# ---- hazard_stall_ctrl ----
==> src/rtl/hazard_stall_ctrl.sv <==
// Pipeline sequencing controller for the 5-stage core: load-use bubbles,
// taken-branch squashes and memory-wait stalls with a timeout fault.
module hazard_stall_ctrl #(
   parameter int unsigned bus     = 32,
   parameter int unsigned MAXWAIT = 16
) (
   input  logic           clk,
   input  logic           rst,
   input  logic [3:0]     RSAdec,
   input  logic [3:0]     RSBdec,
   input  logic           useRSAdec,
   input  logic           useRSBdec,
   input  logic [3:0]     RDexe,
   input  logic           selMEMRDexe,
   input  logic           selBRANCHexe,
   input  logic           branchTaken,
   input  logic           memReq,
   input  logic           memAck,
   output logic           enPC,
   output logic           enIFID,
   output logic           enIDEX,
   output logic           enEXMEM,
   output logic           flushIFID,
   output logic           flushIDEX,
   output logic [1:0]     state,
   output logic           memFault,
   output logic [bus-1:0] stallCycles,
   output logic [bus-1:0] flushCount
);

   localparam int unsigned WaitW = $clog2(MAXWAIT + 1);
   localparam logic [WaitW-1:0] WaitLast = WaitW'(MAXWAIT - 1);

   typedef enum logic [1:0] {
      StRun     = 2'b00,
      StBubble  = 2'b01,
      StMemWait = 2'b10,
      StFault   = 2'b11
   } state_e;

   state_e           state_q, state_d;
   logic [WaitW-1:0] wait_cnt_q, wait_cnt_d;
   logic             mem_fault_q, mem_fault_d;
   logic [bus-1:0]   stall_cycles_q, stall_cycles_d;
   logic [bus-1:0]   flush_count_q, flush_count_d;

   logic mem_stall;
   logic br_flush;
   logic load_use;
   logic hit_a;
   logic hit_b;

   assign mem_stall = memReq & ~memAck;
   assign br_flush  = selBRANCHexe & branchTaken;
   assign hit_a     = useRSAdec & (RSAdec == RDexe);
   assign hit_b     = useRSBdec & (RSBdec == RDexe);
   assign load_use  = selMEMRDexe & (hit_a | hit_b);

   always_comb begin
      enPC           = 1'b1;
      enIFID         = 1'b1;
      enIDEX         = 1'b1;
      enEXMEM        = 1'b1;
      flushIFID      = 1'b0;
      flushIDEX      = 1'b0;
      state_d        = StRun;
      wait_cnt_d     = '0;
      mem_fault_d    = mem_fault_q;
      flush_count_d  = flush_count_q;
      stall_cycles_d = stall_cycles_q;

      if (state_q == StFault) begin
         enPC       = 1'b0;
         enIFID     = 1'b0;
         enIDEX     = 1'b0;
         enEXMEM    = 1'b0;
         state_d    = StFault;
         wait_cnt_d = wait_cnt_q;
      end else if (mem_stall) begin
         // Whole pipe frozen; a pending branch or load-use is re-evaluated on release.
         enPC       = 1'b0;
         enIFID     = 1'b0;
         enIDEX     = 1'b0;
         enEXMEM    = 1'b0;
         wait_cnt_d = wait_cnt_q + 1'b1;
         if (wait_cnt_q == WaitLast) begin
            state_d     = StFault;
            mem_fault_d = 1'b1;
         end else begin
            state_d = StMemWait;
         end
      end else if (br_flush) begin
         flushIFID = 1'b1;
         flushIDEX = 1'b1;
         state_d   = StRun;
         if (~&flush_count_q) begin
            flush_count_d = flush_count_q + 1'b1;
         end
      end else if (load_use && (state_q != StBubble)) begin
         enPC      = 1'b0;
         enIFID    = 1'b0;
         flushIDEX = 1'b1;
         state_d   = StBubble;
      end

      if (!enPC && (state_q != StFault) && (~&stall_cycles_q)) begin
         stall_cycles_d = stall_cycles_q + 1'b1;
      end
   end

   always_ff @(posedge clk) begin
      if (rst) begin
         state_q        <= StRun;
         wait_cnt_q     <= '0;
         mem_fault_q    <= 1'b0;
         stall_cycles_q <= '0;
         flush_count_q  <= '0;
      end else begin
         state_q        <= state_d;
         wait_cnt_q     <= wait_cnt_d;
         mem_fault_q    <= mem_fault_d;
         stall_cycles_q <= stall_cycles_d;
         flush_count_q  <= flush_count_d;
      end
   end

   assign state       = state_q;
   assign memFault    = mem_fault_q;
   assign stallCycles = stall_cycles_q;
   assign flushCount  = flush_count_q;

endmodule

==> config.mk <==
export PLATFORM = sky130hd
export DESIGN_NAME = hazard_stall_ctrl
export DESIGN_NICKNAME = d
export VERILOG_FILES = /design/src/rtl/hazard_stall_ctrl.sv
export SDC_FILE = /design/constraint.sdc
export NUM_CORES = 1
export LEC_CHECK = 0
export ABC_CLOCK_PERIOD_IN_PS = 2600
export CAP_MARGIN = 20
export CORE_AREA = 4 4 93 95
export DETAILED_ROUTE_END_ITERATION = 10
export DIE_AREA = 0 0 97 99
export HOLD_SLACK_MARGIN = 0.1
export PLACE_DENSITY = 0.85
export SLEW_MARGIN = 10
export SYNTH_ARGS = -nofsm -noshare
export SYNTH_HDL_FRONTEND = slang
export SYNTH_SLANG_ARGS = --single-unit
==> constraint.sdc <==
create_clock -name clk -period 2.6 [get_ports clk]
set_input_delay 0.39 -clock clk [delete_from_list [all_inputs] [get_ports clk]]
set_output_delay 0.39 -clock clk [all_outputs]
set_load 0.05 [all_outputs]
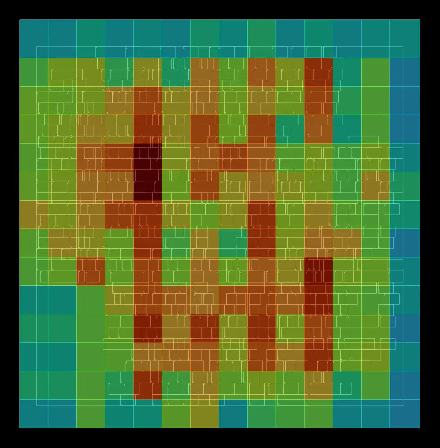
**Above:** hazard_stall_ctrl (congestion heat map).
routed length per instance: 15.5 um
busiest grt layer: met2
GR Util met1: 0.255
met2 Use GR: 0.368

==> impl_metrics.ini <==
; implementation run metrics
[yosys]
postSynthAreaPerCell_um2 = 8.27
ys_area_mm2 = 0.00379

[clock_tree]
htree_num_levels = 3
root_buffer = clkbuf_8
clockBufferDepth = 2

[final_timing]
setup_tns_ns = 0
hold_violations = 0
maxSlewHeadroom = 0.492

[status]
outcome = completed

[drt]
routed_wl_mm = 10.3
first_pass_iters = 5

[placement]
place_inst = 647

[layout]
utilization = 0.664
buf_share = 0.218
clk_share = 0.0403

[critical_path]
start_kind = primary input
path_buffers = 3

[global_routing]
grt_pass1_vias = 3630

[die]
rows = 32

[power]
p_per_area_mw_per_mm2 = 440
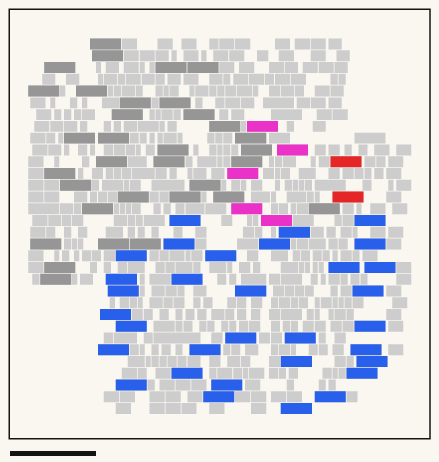
**Above:** hazard_stall_ctrl (sequential cells coloured by netlist name).
The bar under the picture is 20 um long. Other sequential cells in the stronger grey, the rest of the logic in the fainter grey.
| colour | name in the netlist | placed flops |
|---|---|---|
| blue | stallCycles | 32 |
| red | state | 2 |
| magenta | wait_cnt_q | 5 |
not coloured: 33
sequential power: 1110 uW
Flop area: 0.00144 mm^2

==> power breakdown <==
part / internal [uW] / switching (uW)
registers: 1110 / 6.14
logic: 92.8 / 127
clock network: 492 / 429
==> path summary, 6_finish.rpt <==
| path | startpoint | to | slack (ns) | cells past startpoint |
|---|---|---|---|---|
| min | wait_cnt_q[4]$_SDFFE_PP0N_ | wait_cnt_q[4]$_SDFFE_PP0N_ | 0.50 | 2 |
| min reg2reg | wait_cnt_q[4]$_SDFFE_PP0N_ | wait_cnt_q[4]$_SDFFE_PP0N_ | 0.50 | 2 |
| max reg2reg | stallCycles[26]$_SDFFE_PP0P_ | stallCycles[6]$_SDFFE_PP0P_ | 0.24 | 6 |
| max | RDexe[0] | flushIDEX | 0.18 | 7 |
==> cell usage after synthesis (all sizes together) (10+ instances only) <==
cell type | number | area, um^2
buf | 10 | 61.3
nand3 | 26 | 140
o21ai | 17 | 85.1
clkbuf | 15 | 56.3
nand4 | 27 | 169
dfxtp | 72 | 1440
nand2 | 27 | 109
xnor2 | 13 | 114
nor2 | 51 | 191
o31ai | 12 | 90.1
nor4 | 10 | 77.6
a21oi | 33 | 165
or4 | 15 | 113
nor3 | 21 | 105
or3 | 17 | 108
xor2 | 18 | 158

# ---- pk_link_flat ----
**pk_link_flat: logic cells by family**

The bar under the picture is 20 um long.
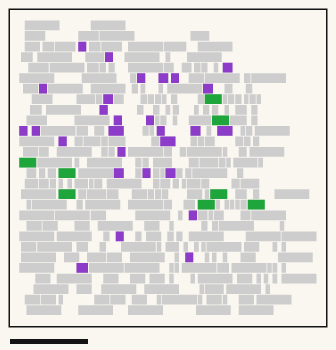
**pk_link_flat: congestion heat map**

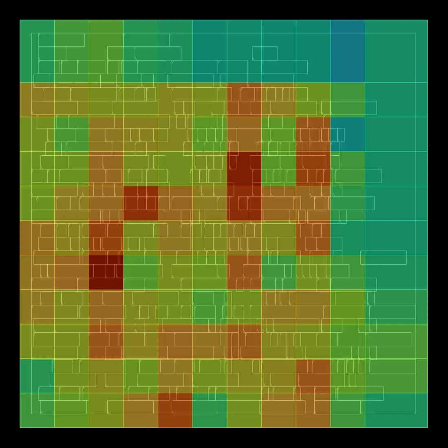
**pk_link_flat: metal layers overlaid**

The bar under the picture is 20 um long.
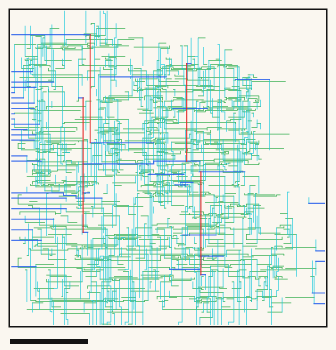
[src/rtl/pk_link_pkg.sv]
// Shared constants and state types for the pk_link host link.
package pk_link_pkg;

    // Command codes; FN and ROT are ranges matched on their upper bits
    localparam logic [7:0] CMD_FN     = 8'h00;
    localparam logic [7:0] CMD_ROT    = 8'h20;
    localparam logic [7:0] CMD_KEYS   = 8'h30;
    localparam logic [7:0] CMD_STATUS = 8'h31;
    localparam logic [3:0] FN_LIMIT   = 4'd12;

    localparam logic [1:0] RPT_HDR_B1 = 2'b11;
    localparam logic [1:0] RPT_HDR_B2 = 2'b10;

    typedef enum logic [1:0] {StIdle, StKeyHi, StKeyLo} rx_state_e;
    typedef enum logic [1:0] {StTxIdle, StTxB1, StTxB2} tx_state_e;

endpackage

[src/rtl/pk_link_if.sv]
// UART byte-stream interface between the host UART (master) and pk_link (slave).
interface pk_link_if;
    logic [7:0] rx_data;
    logic       rx_valid;
    logic [7:0] tx_data;
    logic       tx_valid;
    logic       tx_ready;

    modport master (output rx_data, output rx_valid, output tx_ready,
                    input tx_data, input tx_valid);
    modport slave  (input rx_data, input rx_valid, input tx_ready,
                    output tx_data, output tx_valid);
endinterface

[src/rtl/pk_link_tx.sv]
// Report serializer: snapshots panel state, sends a 2-byte report, collapses
// overlapping requests into one pending follow-up report.
module pk_link_tx
    import pk_link_pkg::*;
(
    input  logic       clk_sys,
    input  logic       rst_n,
    input  logic       req,
    input  logic [9:0] indicators,
    input  logic [3:0] rotary_pos,
    input  logic       tx_ready,
    output logic [7:0] tx_data,
    output logic       tx_valid
);

    tx_state_e  state_q, state_d;
    logic       pending_q, pending_d;
    logic [7:0] b1_q, b1_d, b2_q, b2_d;
    logic       start;

    always_ff @(posedge clk_sys or negedge rst_n) begin
        if (!rst_n) begin
            state_q   <= StTxIdle;
            pending_q <= 1'b0;
            b1_q      <= '0;
            b2_q      <= '0;
        end else begin
            state_q   <= state_d;
            pending_q <= pending_d;
            b1_q      <= b1_d;
            b2_q      <= b2_d;
        end
    end

    always_comb begin
        state_d   = state_q;
        pending_d = pending_q;
        b1_d      = b1_q;
        b2_d      = b2_q;
        start     = 1'b0;
        case (state_q)
            StTxIdle: start = req;
            StTxB1: begin
                if (req) pending_d = 1'b1;
                if (tx_ready) state_d = StTxB2;
            end
            StTxB2: begin
                if (req) pending_d = 1'b1;
                if (tx_ready) begin
                    // A request landing on the final handshake starts the next report
                    if (pending_q || req) begin
                        start     = 1'b1;
                        pending_d = 1'b0;
                    end else begin
                        state_d = StTxIdle;
                    end
                end
            end
            default: state_d = StTxIdle;
        endcase
        if (start) begin
            state_d = StTxB1;
            // pk numbers bits MSB-first, so indicators[0:5] is the top six bits
            b1_d    = {RPT_HDR_B1, indicators[9:4]};
            b2_d    = {RPT_HDR_B2, rotary_pos, 2'b00};
        end
    end

    always_comb begin
        tx_valid = (state_q != StTxIdle);
        tx_data  = '0;
        if (state_q == StTxB1) tx_data = b1_q;
        if (state_q == StTxB2) tx_data = b2_q;
    end

endmodule

[src/rtl/pk_link.sv]
// Host link top: decodes UART command bytes into pk IOBUS strobes and reports
// panel state back. Optional PK_LINK_AUTOREPORT_EN sends a report on any change.
module pk_link
    import pk_link_pkg::*;
#(
    parameter int unsigned CLK_SYS_HZ      = 50_000_000,
    parameter int unsigned KEYS_TIMEOUT_MS = 10
) (
    input  logic        clk_sys,
    input  logic        rst_n,
    pk_link_if.slave    uart,
    input  logic [9:0]  indicators,
    input  logic [3:0]  rotary_pos,
    output logic [3:0]  fn,
    output logic        fn_v,
    output logic        fn_trig,
    output logic [3:0]  rotary_in,
    output logic        rotary_trig,
    output logic [15:0] keys,
    output logic        keys_trig,
    output logic        cmd_err
);

    localparam int unsigned TimeoutCycles = KEYS_TIMEOUT_MS * CLK_SYS_HZ / 1000;
    localparam int unsigned TmoW          = $clog2(TimeoutCycles + 1);
    localparam logic [TmoW-1:0] TmoReload = TmoW'(TimeoutCycles - 1);

    rx_state_e       state_q, state_d;
    logic [TmoW-1:0] tmo_q, tmo_d;
    logic [7:0]      key_hi_q, key_hi_d;
    logic [3:0]      fn_q, fn_d, rot_q, rot_d;
    logic            fn_v_q, fn_v_d;
    logic [15:0]     keys_q, keys_d;
    logic            fn_trig_q, fn_trig_d, rot_trig_q, rot_trig_d;
    logic            keys_trig_q, keys_trig_d, err_q, err_d;
    logic            status_req, auto_req;
    logic [7:0]      rx;

    assign rx = uart.rx_data;

    always_ff @(posedge clk_sys or negedge rst_n) begin
        if (!rst_n) begin
            state_q     <= StIdle;
            tmo_q       <= '0;
            key_hi_q    <= '0;
            fn_q        <= '0;
            fn_v_q      <= 1'b0;
            rot_q       <= '0;
            keys_q      <= '0;
            fn_trig_q   <= 1'b0;
            rot_trig_q  <= 1'b0;
            keys_trig_q <= 1'b0;
            err_q       <= 1'b0;
        end else begin
            state_q     <= state_d;
            tmo_q       <= tmo_d;
            key_hi_q    <= key_hi_d;
            fn_q        <= fn_d;
            fn_v_q      <= fn_v_d;
            rot_q       <= rot_d;
            keys_q      <= keys_d;
            fn_trig_q   <= fn_trig_d;
            rot_trig_q  <= rot_trig_d;
            keys_trig_q <= keys_trig_d;
            err_q       <= err_d;
        end
    end

    always_comb begin
        state_d     = state_q;
        tmo_d       = tmo_q;
        key_hi_d    = key_hi_q;
        fn_d        = fn_q;
        fn_v_d      = fn_v_q;
        rot_d       = rot_q;
        keys_d      = keys_q;
        fn_trig_d   = 1'b0;
        rot_trig_d  = 1'b0;
        keys_trig_d = 1'b0;
        err_d       = 1'b0;
        status_req  = 1'b0;
        case (state_q)
            StIdle: begin
                tmo_d = '0;
                if (uart.rx_valid) begin
                    if (rx[7:5] == CMD_FN[7:5]) begin
                        if (rx[3:0] < FN_LIMIT) begin
                            fn_d      = rx[3:0];
                            fn_v_d    = rx[4];
                            fn_trig_d = 1'b1;
                        end
                    end else if (rx[7:4] == CMD_ROT[7:4]) begin
                        rot_d      = rx[3:0];
                        rot_trig_d = 1'b1;
                    end else if (rx == CMD_KEYS) begin
                        state_d = StKeyHi;
                        tmo_d   = TmoReload;
                    end else if (rx == CMD_STATUS) begin
                        status_req = 1'b1;
                    end else begin
                        err_d = 1'b1;
                    end
                end
            end
            StKeyHi, StKeyLo: begin
                if (uart.rx_valid) begin
                    tmo_d = TmoReload;
                    if (state_q == StKeyHi) begin
                        key_hi_d = rx;
                        state_d  = StKeyLo;
                    end else begin
                        keys_d      = {key_hi_q, rx};
                        keys_trig_d = 1'b1;
                        state_d     = StIdle;
                        tmo_d       = '0;
                    end
                end else if (tmo_q == '0) begin
                    err_d   = 1'b1;
                    state_d = StIdle;
                end else begin
                    tmo_d = tmo_q - 1'b1;
                end
            end
            default: state_d = StIdle;
        endcase
    end

`ifdef PK_LINK_AUTOREPORT_EN
    logic [9:0] ind_prev_q;
    logic [3:0] rot_prev_q;
    logic       first_q;

    always_ff @(posedge clk_sys or negedge rst_n) begin
        if (!rst_n) begin
            ind_prev_q <= '0;
            rot_prev_q <= '0;
            first_q    <= 1'b1;
        end else begin
            ind_prev_q <= indicators;
            rot_prev_q <= rotary_pos;
            first_q    <= 1'b0;
        end
    end

    assign auto_req = first_q | (ind_prev_q != indicators) | (rot_prev_q != rotary_pos);
`else
    assign auto_req = 1'b0;
`endif

    pk_link_tx u_tx (
        .clk_sys    (clk_sys),
        .rst_n      (rst_n),
        .req        (status_req | auto_req),
        .indicators (indicators),
        .rotary_pos (rotary_pos),
        .tx_ready   (uart.tx_ready),
        .tx_data    (uart.tx_data),
        .tx_valid   (uart.tx_valid)
    );

    assign fn          = fn_q;
    assign fn_v        = fn_v_q;
    assign fn_trig     = fn_trig_q;
    assign rotary_in   = rot_q;
    assign rotary_trig = rot_trig_q;
    assign keys        = keys_q;
    assign keys_trig   = keys_trig_q;
    assign cmd_err     = err_q;

endmodule

[src/flat_wrapper.sv]
// flat-port wrapper written by rule: the top's interface ports become plain ports
module pk_link_flat import pk_link_pkg::*;
#(
    parameter int unsigned CLK_SYS_HZ      = 50_000_000,
    parameter int unsigned KEYS_TIMEOUT_MS = 10
)
  (clk_sys, rst_n, indicators, rotary_pos, fn, fn_v, fn_trig, rotary_in, rotary_trig, keys, keys_trig, cmd_err, uart_rx_data, uart_rx_valid, uart_tx_ready, uart_tx_data, uart_tx_valid);
  pk_link_if uart_i ();
  input  logic clk_sys;
  input  logic rst_n;
  input  logic [9:0] indicators;
  input  logic [3:0] rotary_pos;
  output logic [3:0] fn;
  output logic fn_v;
  output logic fn_trig;
  output logic [3:0] rotary_in;
  output logic rotary_trig;
  output logic [15:0] keys;
  output logic keys_trig;
  output logic cmd_err;
  input wire logic [$bits(uart_i.rx_data)-1:0] uart_rx_data;
  input wire logic [$bits(uart_i.rx_valid)-1:0] uart_rx_valid;
  input wire logic [$bits(uart_i.tx_ready)-1:0] uart_tx_ready;
  output wire logic [$bits(uart_i.tx_data)-1:0] uart_tx_data;
  output wire logic [$bits(uart_i.tx_valid)-1:0] uart_tx_valid;
  assign uart_i.rx_data = uart_rx_data;
  assign uart_i.rx_valid = uart_rx_valid;
  assign uart_i.tx_ready = uart_tx_ready;
  assign uart_tx_data = uart_i.tx_data;
  assign uart_tx_valid = uart_i.tx_valid;
  pk_link #(.CLK_SYS_HZ(CLK_SYS_HZ), .KEYS_TIMEOUT_MS(KEYS_TIMEOUT_MS)) u_core (.clk_sys(clk_sys), .rst_n(rst_n), .uart(uart_i), .indicators(indicators), .rotary_pos(rotary_pos), .fn(fn), .fn_v(fn_v), .fn_trig(fn_trig), .rotary_in(rotary_in), .rotary_trig(rotary_trig), .keys(keys), .keys_trig(keys_trig), .cmd_err(cmd_err));
endmodule
[config.mk]
export PLATFORM = sky130hd
export DESIGN_NAME = pk_link_flat
export DESIGN_NICKNAME = d
export VERILOG_FILES = /design/src/rtl/pk_link_pkg.sv /design/src/rtl/pk_link_if.sv /design/src/rtl/pk_link_tx.sv /design/src/rtl/pk_link.sv /design/src/flat_wrapper.sv
export SDC_FILE = /design/constraint.sdc
export NUM_CORES = 1
export LEC_CHECK = 0
export CAP_MARGIN = 20
export CORE_MARGIN = 2
export CORE_UTILIZATION = 58
export CTS_CLUSTER_DIAMETER = 30
export DETAILED_ROUTE_END_ITERATION = 12
export DONT_BUFFER_PORTS = 1
export HOLD_SLACK_MARGIN = 0.05
export PLACE_DENSITY = 0.77
export SETUP_SLACK_MARGIN = 0.2
export SLEW_MARGIN = 20
export SYNTH_ARGS = -nofsm -noshare
export SYNTH_HDL_FRONTEND = slang
export SYNTH_HIERARCHICAL = 1
export SYNTH_SLANG_ARGS = --single-unit
[constraint.sdc]
create_clock -name clk_sys -period 5.9 [get_ports clk_sys]
set_input_delay 1.475 -clock clk_sys [delete_from_list [all_inputs] [get_ports clk_sys]]
set_output_delay 1.475 -clock clk_sys [all_outputs]
set_load 0.03 [all_outputs]
==> impl_metrics.ini <==
; implementation run metrics
[placement]
place_inst = 381
place.gp.congestion = 0.837

[power]
p_comb_frac = 0.326
p_switching_uw = 787
leakage_uw = 0.00178
p_total_uw = 1870
p_per_area_mw_per_mm2 = 506
ir_worst_vdd_uv = 316

[global_routing]
grt_overflow_total = 0
antenna_found_initial = 0
grt_max_degree = 73

[final_timing]
post-route-period-util = 0.589
fin_ws_ns = 2.43
tightest_slew_ns = 0.743
setup_tns_ns = 0

[yosys]
ys_area_mm2 = 0.00348
ys_seq_frac = 0.517
synthFlopType = dfrtp_1
synthTopCellsByCount = dfrtp_1 (72), nand2_1 (31), mux2_2 (29)
postSynthAreaPerCell_um2 = 11.0

[critical_path]
start_kind = flop
path_buffers = 1
crit_type = flop to output port
critPathMaxFanout = 11
critPathArrivalTime_ns = 2.00
r2r_setup_slack_ns = 3.31

[layout]
regMostFlops = u_core/tmo_q
lay_top_count = dfrtp_1
drive_above_1_share = 0.211

[clock_tree]
cts_buffers = 9
cts_resized = 0
clk_pin_slew_ns = 0.08
hold_buffers = 0
clockBufferDepth = 2

[die]
die_w_um = 81.5
rows = 28
dieHeight_um = 81.5
initCoreUtil = 0.595

[min_path]
min_to = u_core/keys[8]$_DFFE_PN0P_
hp-start = u_core/key_hi_q[0]$_DFFE_PN0P_

[status]
outcome = completed

[drt]
drtIter0Drc = 170
About 'logic cells by family' of pk_link_flat:
| colour | family | cells |
|---|---|---|
| green | adder and majority cells | 8 |
| purple | AND and OR gates | 28 |
Comb area share: 0.422
Layout Cells excl Fill: 397

About 'congestion heat map' of pk_link_flat:
met2 Use GR: 0.335
fin util: 0.632
met3 GRT Util: 0.0484
busiest grt layer: met1
GRT Total Usage: 0.231

About 'metal layers overlaid' of pk_link_flat:
| colour | layer | wire length |
|---|---|---|
| green | metal 1 | 3130 um |
| red | metal 4 | 114 um |
| blue | metal 3 | 328 um |
| cyan | metal 2 | 3140 um |
routed length per instance: 16.9 um
WL final: 6.71 mm
Vias: 2389

==> kinds of logic (layout without fill, tap and decap cells) <==
logic type / after synthesis / count (layout) / share of synthesized area
and+or+nand+nor: 104 / 104 / 0.163
adders and majority gates: 8 / 8 / 0.0287
buffers and inverters: 24 / 29 / 0.0352
DFF: 72 / 72 / 0.517
muxes: 37 / 37 / 0.127
AOI/OAI and AO/OA: 72 / 72 / 0.129
==> per-layer routing <==
metal / vias to the layer above / track usage / part of all wire
met5: - / 0 / 0
met4: 0 / 0.102 / 0.017
met3: 10 / 0.0484 / 0.049
met2: 57 / 0.335 / 0.47
met1: 1179 / 0.336 / 0.47
li1: 1143 / - / -
==> power by group through the flow <==
stage,registers [uW],logic [uW],clock network (uW)
floorplan,857,520,0
global placement,882,580,0
detailed placement,891,601,0
CTS,881,606,389
global route,902,678,411
finish,880,610,381
==> layout make-up <==
class | instances | area, um^2 | area share
clock buffer | 9 | 124 | 0.0335
multi-input combinational | 221 | 1560 | 0.422
tap | 75 | 93.8 | 0.0254
clock inverter | 7 | 71.3 | 0.0193
sequential | 72 | 1800 | 0.487
inverter | 13 | 48.8 | 0.0132

# ---- priority_encoder8to3 ----
**priority_encoder8to3: nets reached from selected ports**

The bar under the picture is 10 um long.
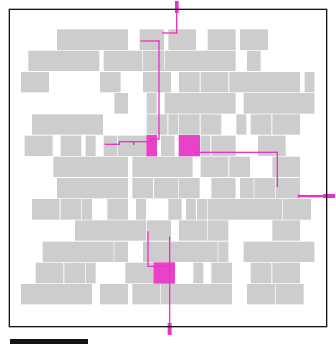
**priority_encoder8to3: layout detail**

The bar under the picture is 5 um long. Region (10, 18) to (30, 38) um. Cells in grey, sequential cells in the stronger grey; small squares are vias.
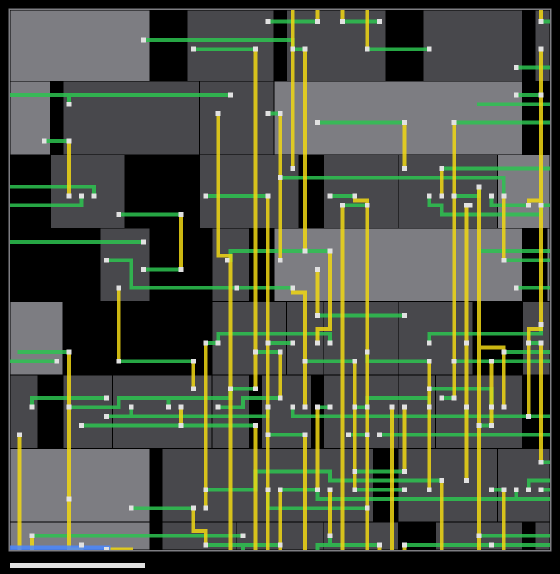
## config.mk

```make
export PLATFORM = sky130hd
export DESIGN_NAME = priority_encoder8to3
export DESIGN_NICKNAME = d
export VERILOG_FILES = /design/src/rtl/priority_encoder8to3.sv
export SDC_FILE = /design/constraint.sdc
export NUM_CORES = 1
export LEC_CHECK = 0
export CAP_MARGIN = 20
export CORE_UTILIZATION = 44
export DETAILED_ROUTE_END_ITERATION = 10
export GPL_TIMING_DRIVEN = 0
export PLACE_DENSITY_LB_ADDON = 0.2
export SYNTH_ARGS = -nofsm -noshare
export SYNTH_HDL_FRONTEND = slang
export SYNTH_SLANG_ARGS = --single-unit
export TNS_END_PERCENT = 5
```

## constraint.sdc

```tcl
create_clock -name clk -period 2.1 [get_ports clk]
set_input_delay 0.42 -clock clk [delete_from_list [all_inputs] [get_ports clk]]
set_output_delay 0.42 -clock clk [all_outputs]
set_load 0.02 [all_outputs]
```

## src/rtl/priority_encoder8to3.sv

```systemverilog
// priority_encoder8to3: registered 8-to-3 priority encoder with sticky edge-captured requests and ack.
// Define PRIO_ENC_OVF_EN to add the ovf pulse flagging a rise that merges into an already-pending bit.
module priority_encoder8to3 #(
    parameter bit HIGH_FIRST = 1'b1
) (
    input  logic       clk,
    input  logic       rst_n,
    input  logic [7:0] A,
    input  logic       OE,
    input  logic       ack,
    output logic [2:0] Y,
    output logic       V,
    output logic [7:0] pend
`ifdef PRIO_ENC_OVF_EN
    ,
    output logic       ovf
`endif
);
    logic [7:0] a_q;
    logic [7:0] set;
    logic [7:0] clr;
    assign set = A & ~a_q & {8{OE}};
    assign V = OE & |pend;
    assign clr = (ack & V) ? 8'b1 << Y : 8'h00;
    // Later matches overwrite earlier ones, so scan order picks the winner.
    always_comb begin
        Y = 3'd0;
        for (int i = 0; i < 8; i++)
            if (HIGH_FIRST ? pend[i] : pend[7-i])
                Y = HIGH_FIRST ? 3'(i) : 3'(7 - i);
    end
    always_ff @(posedge clk or negedge rst_n)
        if (!rst_n) begin
            pend <= 8'h00;
            a_q <= 8'h00;
        end else begin
            pend <= (pend & ~clr) | set;
            a_q <= A;
        end
`ifdef PRIO_ENC_OVF_EN
    always_ff @(posedge clk or negedge rst_n)
        if (!rst_n)
            ovf <= 1'b0;
        else
            ovf <= |(set & pend & ~clr);
`endif
endmodule

```

==> impl_metrics.ini <==
; implementation run metrics
[drt]
wl_met2_um = 678
drc = 0
top_layer = met4
first_pass_iters = 2

[power]
p_comb_frac = 0.272
p_sw_frac = 0.295
p_total_uw = 785
seqPwrFrac = 0.474
powerComb_uw = 214

[yosys]
area_leaders = dfrtp_1 (61%), nand3b_1 (8.0%), nand2_1 (4.0%)
top_area_frac = 0.613
synth_area_leader_cell = dfrtp_1
syn-cell-area_um2 = 653
ys_ff = 16

[global_routing]
grt_first_pass_wirelength_mm = 2.09
grt_util_met3 = 0.0500

[placement]
place_inst = 93

[final_timing]
clock_skew_ns = 0.00830
hold_violations = 0
fin_ws_ns = 0.105
rsz0062_at_grt = false

[die]
die_w_um = 40.5
initCoreUtil = 0.490

[critical_path]
end_kind = output port
path_cells = buf_4 > buf_4 > a21oi_1 > o31ai_1 > dlygate4sd2_1
critPathTopFamily = buffers and inverters
critPathSlowestCell = dfrtp_2

[clock_tree]
htree_num_levels = 1
clockBufferDepth = 2

[min_path]
min_to = pend[3]$_DFF_PN0_

[status]
outcome = completed
## Picture notes: 'nets reached from selected ports' of priority_encoder8to3
| colour | port | direction | edge | end cells | buffers | wire |
|---|---|---|---|---|---|---|
| magenta | Y | output | 1 bottom, 1 right, 1 top | 3 | 3 | 63.7 um |
number of port buffers: 23
I/O Pins: 24

## Picture notes: 'layout detail' of priority_encoder8to3
| colour | layer |
|---|---|
| blue | metal 3 |
| yellow | metal 2 |
| green | metal 1 |
cells with their middle in the window: 31
netlist names of flops here include: pend (4)
sequential cells in the window: 4

-- Yosys cell counts --
| cell | n |
|---|---|
| inv_2 | 1 |
| nor3_2 | 1 |
| nand2_1 | 7 |
| nor4_4 | 1 |
| o21ai_1 | 2 |
| buf_2 | 1 |
| nand3_2 | 1 |
| o31a_1 | 1 |
| o31ai_1 | 3 |
| o21ai_0 | 1 |
| o41ai_1 | 1 |
| inv_1 | 4 |
| a21o_1 | 1 |
| dfrtp_1 | 16 |
| a21oi_1 | 2 |
| nand3b_1 | 7 |
| and3b_1 | 1 |
| nor2_1 | 2 |
| a32o_1 | 2 |
-- area by class of cell --
cell class,instances,area (um^2),share of cell area
repair buffers,29,267,0.272
clock buffers,4,36.3,0.0371
inverters,5,18.8,0.0192
well taps,15,18.8,0.0192
flip-flops and latches,16,404,0.413
plain buffers,1,5.00,0.00512
multi-input cells,33,229,0.234
-- flip-flops by register name (all words and copies together) (netlist names) --
signal	flops
a_q	8
pend	8
-- logic make-up (layout without fill, tap and decap cells) --
kind of cell           after synthesis  count (layout)  share of synthesized area
DFF                                 16              16                      0.613
AOI/OAI and AO/OA                   13              13                      0.142
buffers and inverters                6              39                     0.0364
and+or+nand+nor                     20              20                      0.209

Power and IR drop assume default switching activity.
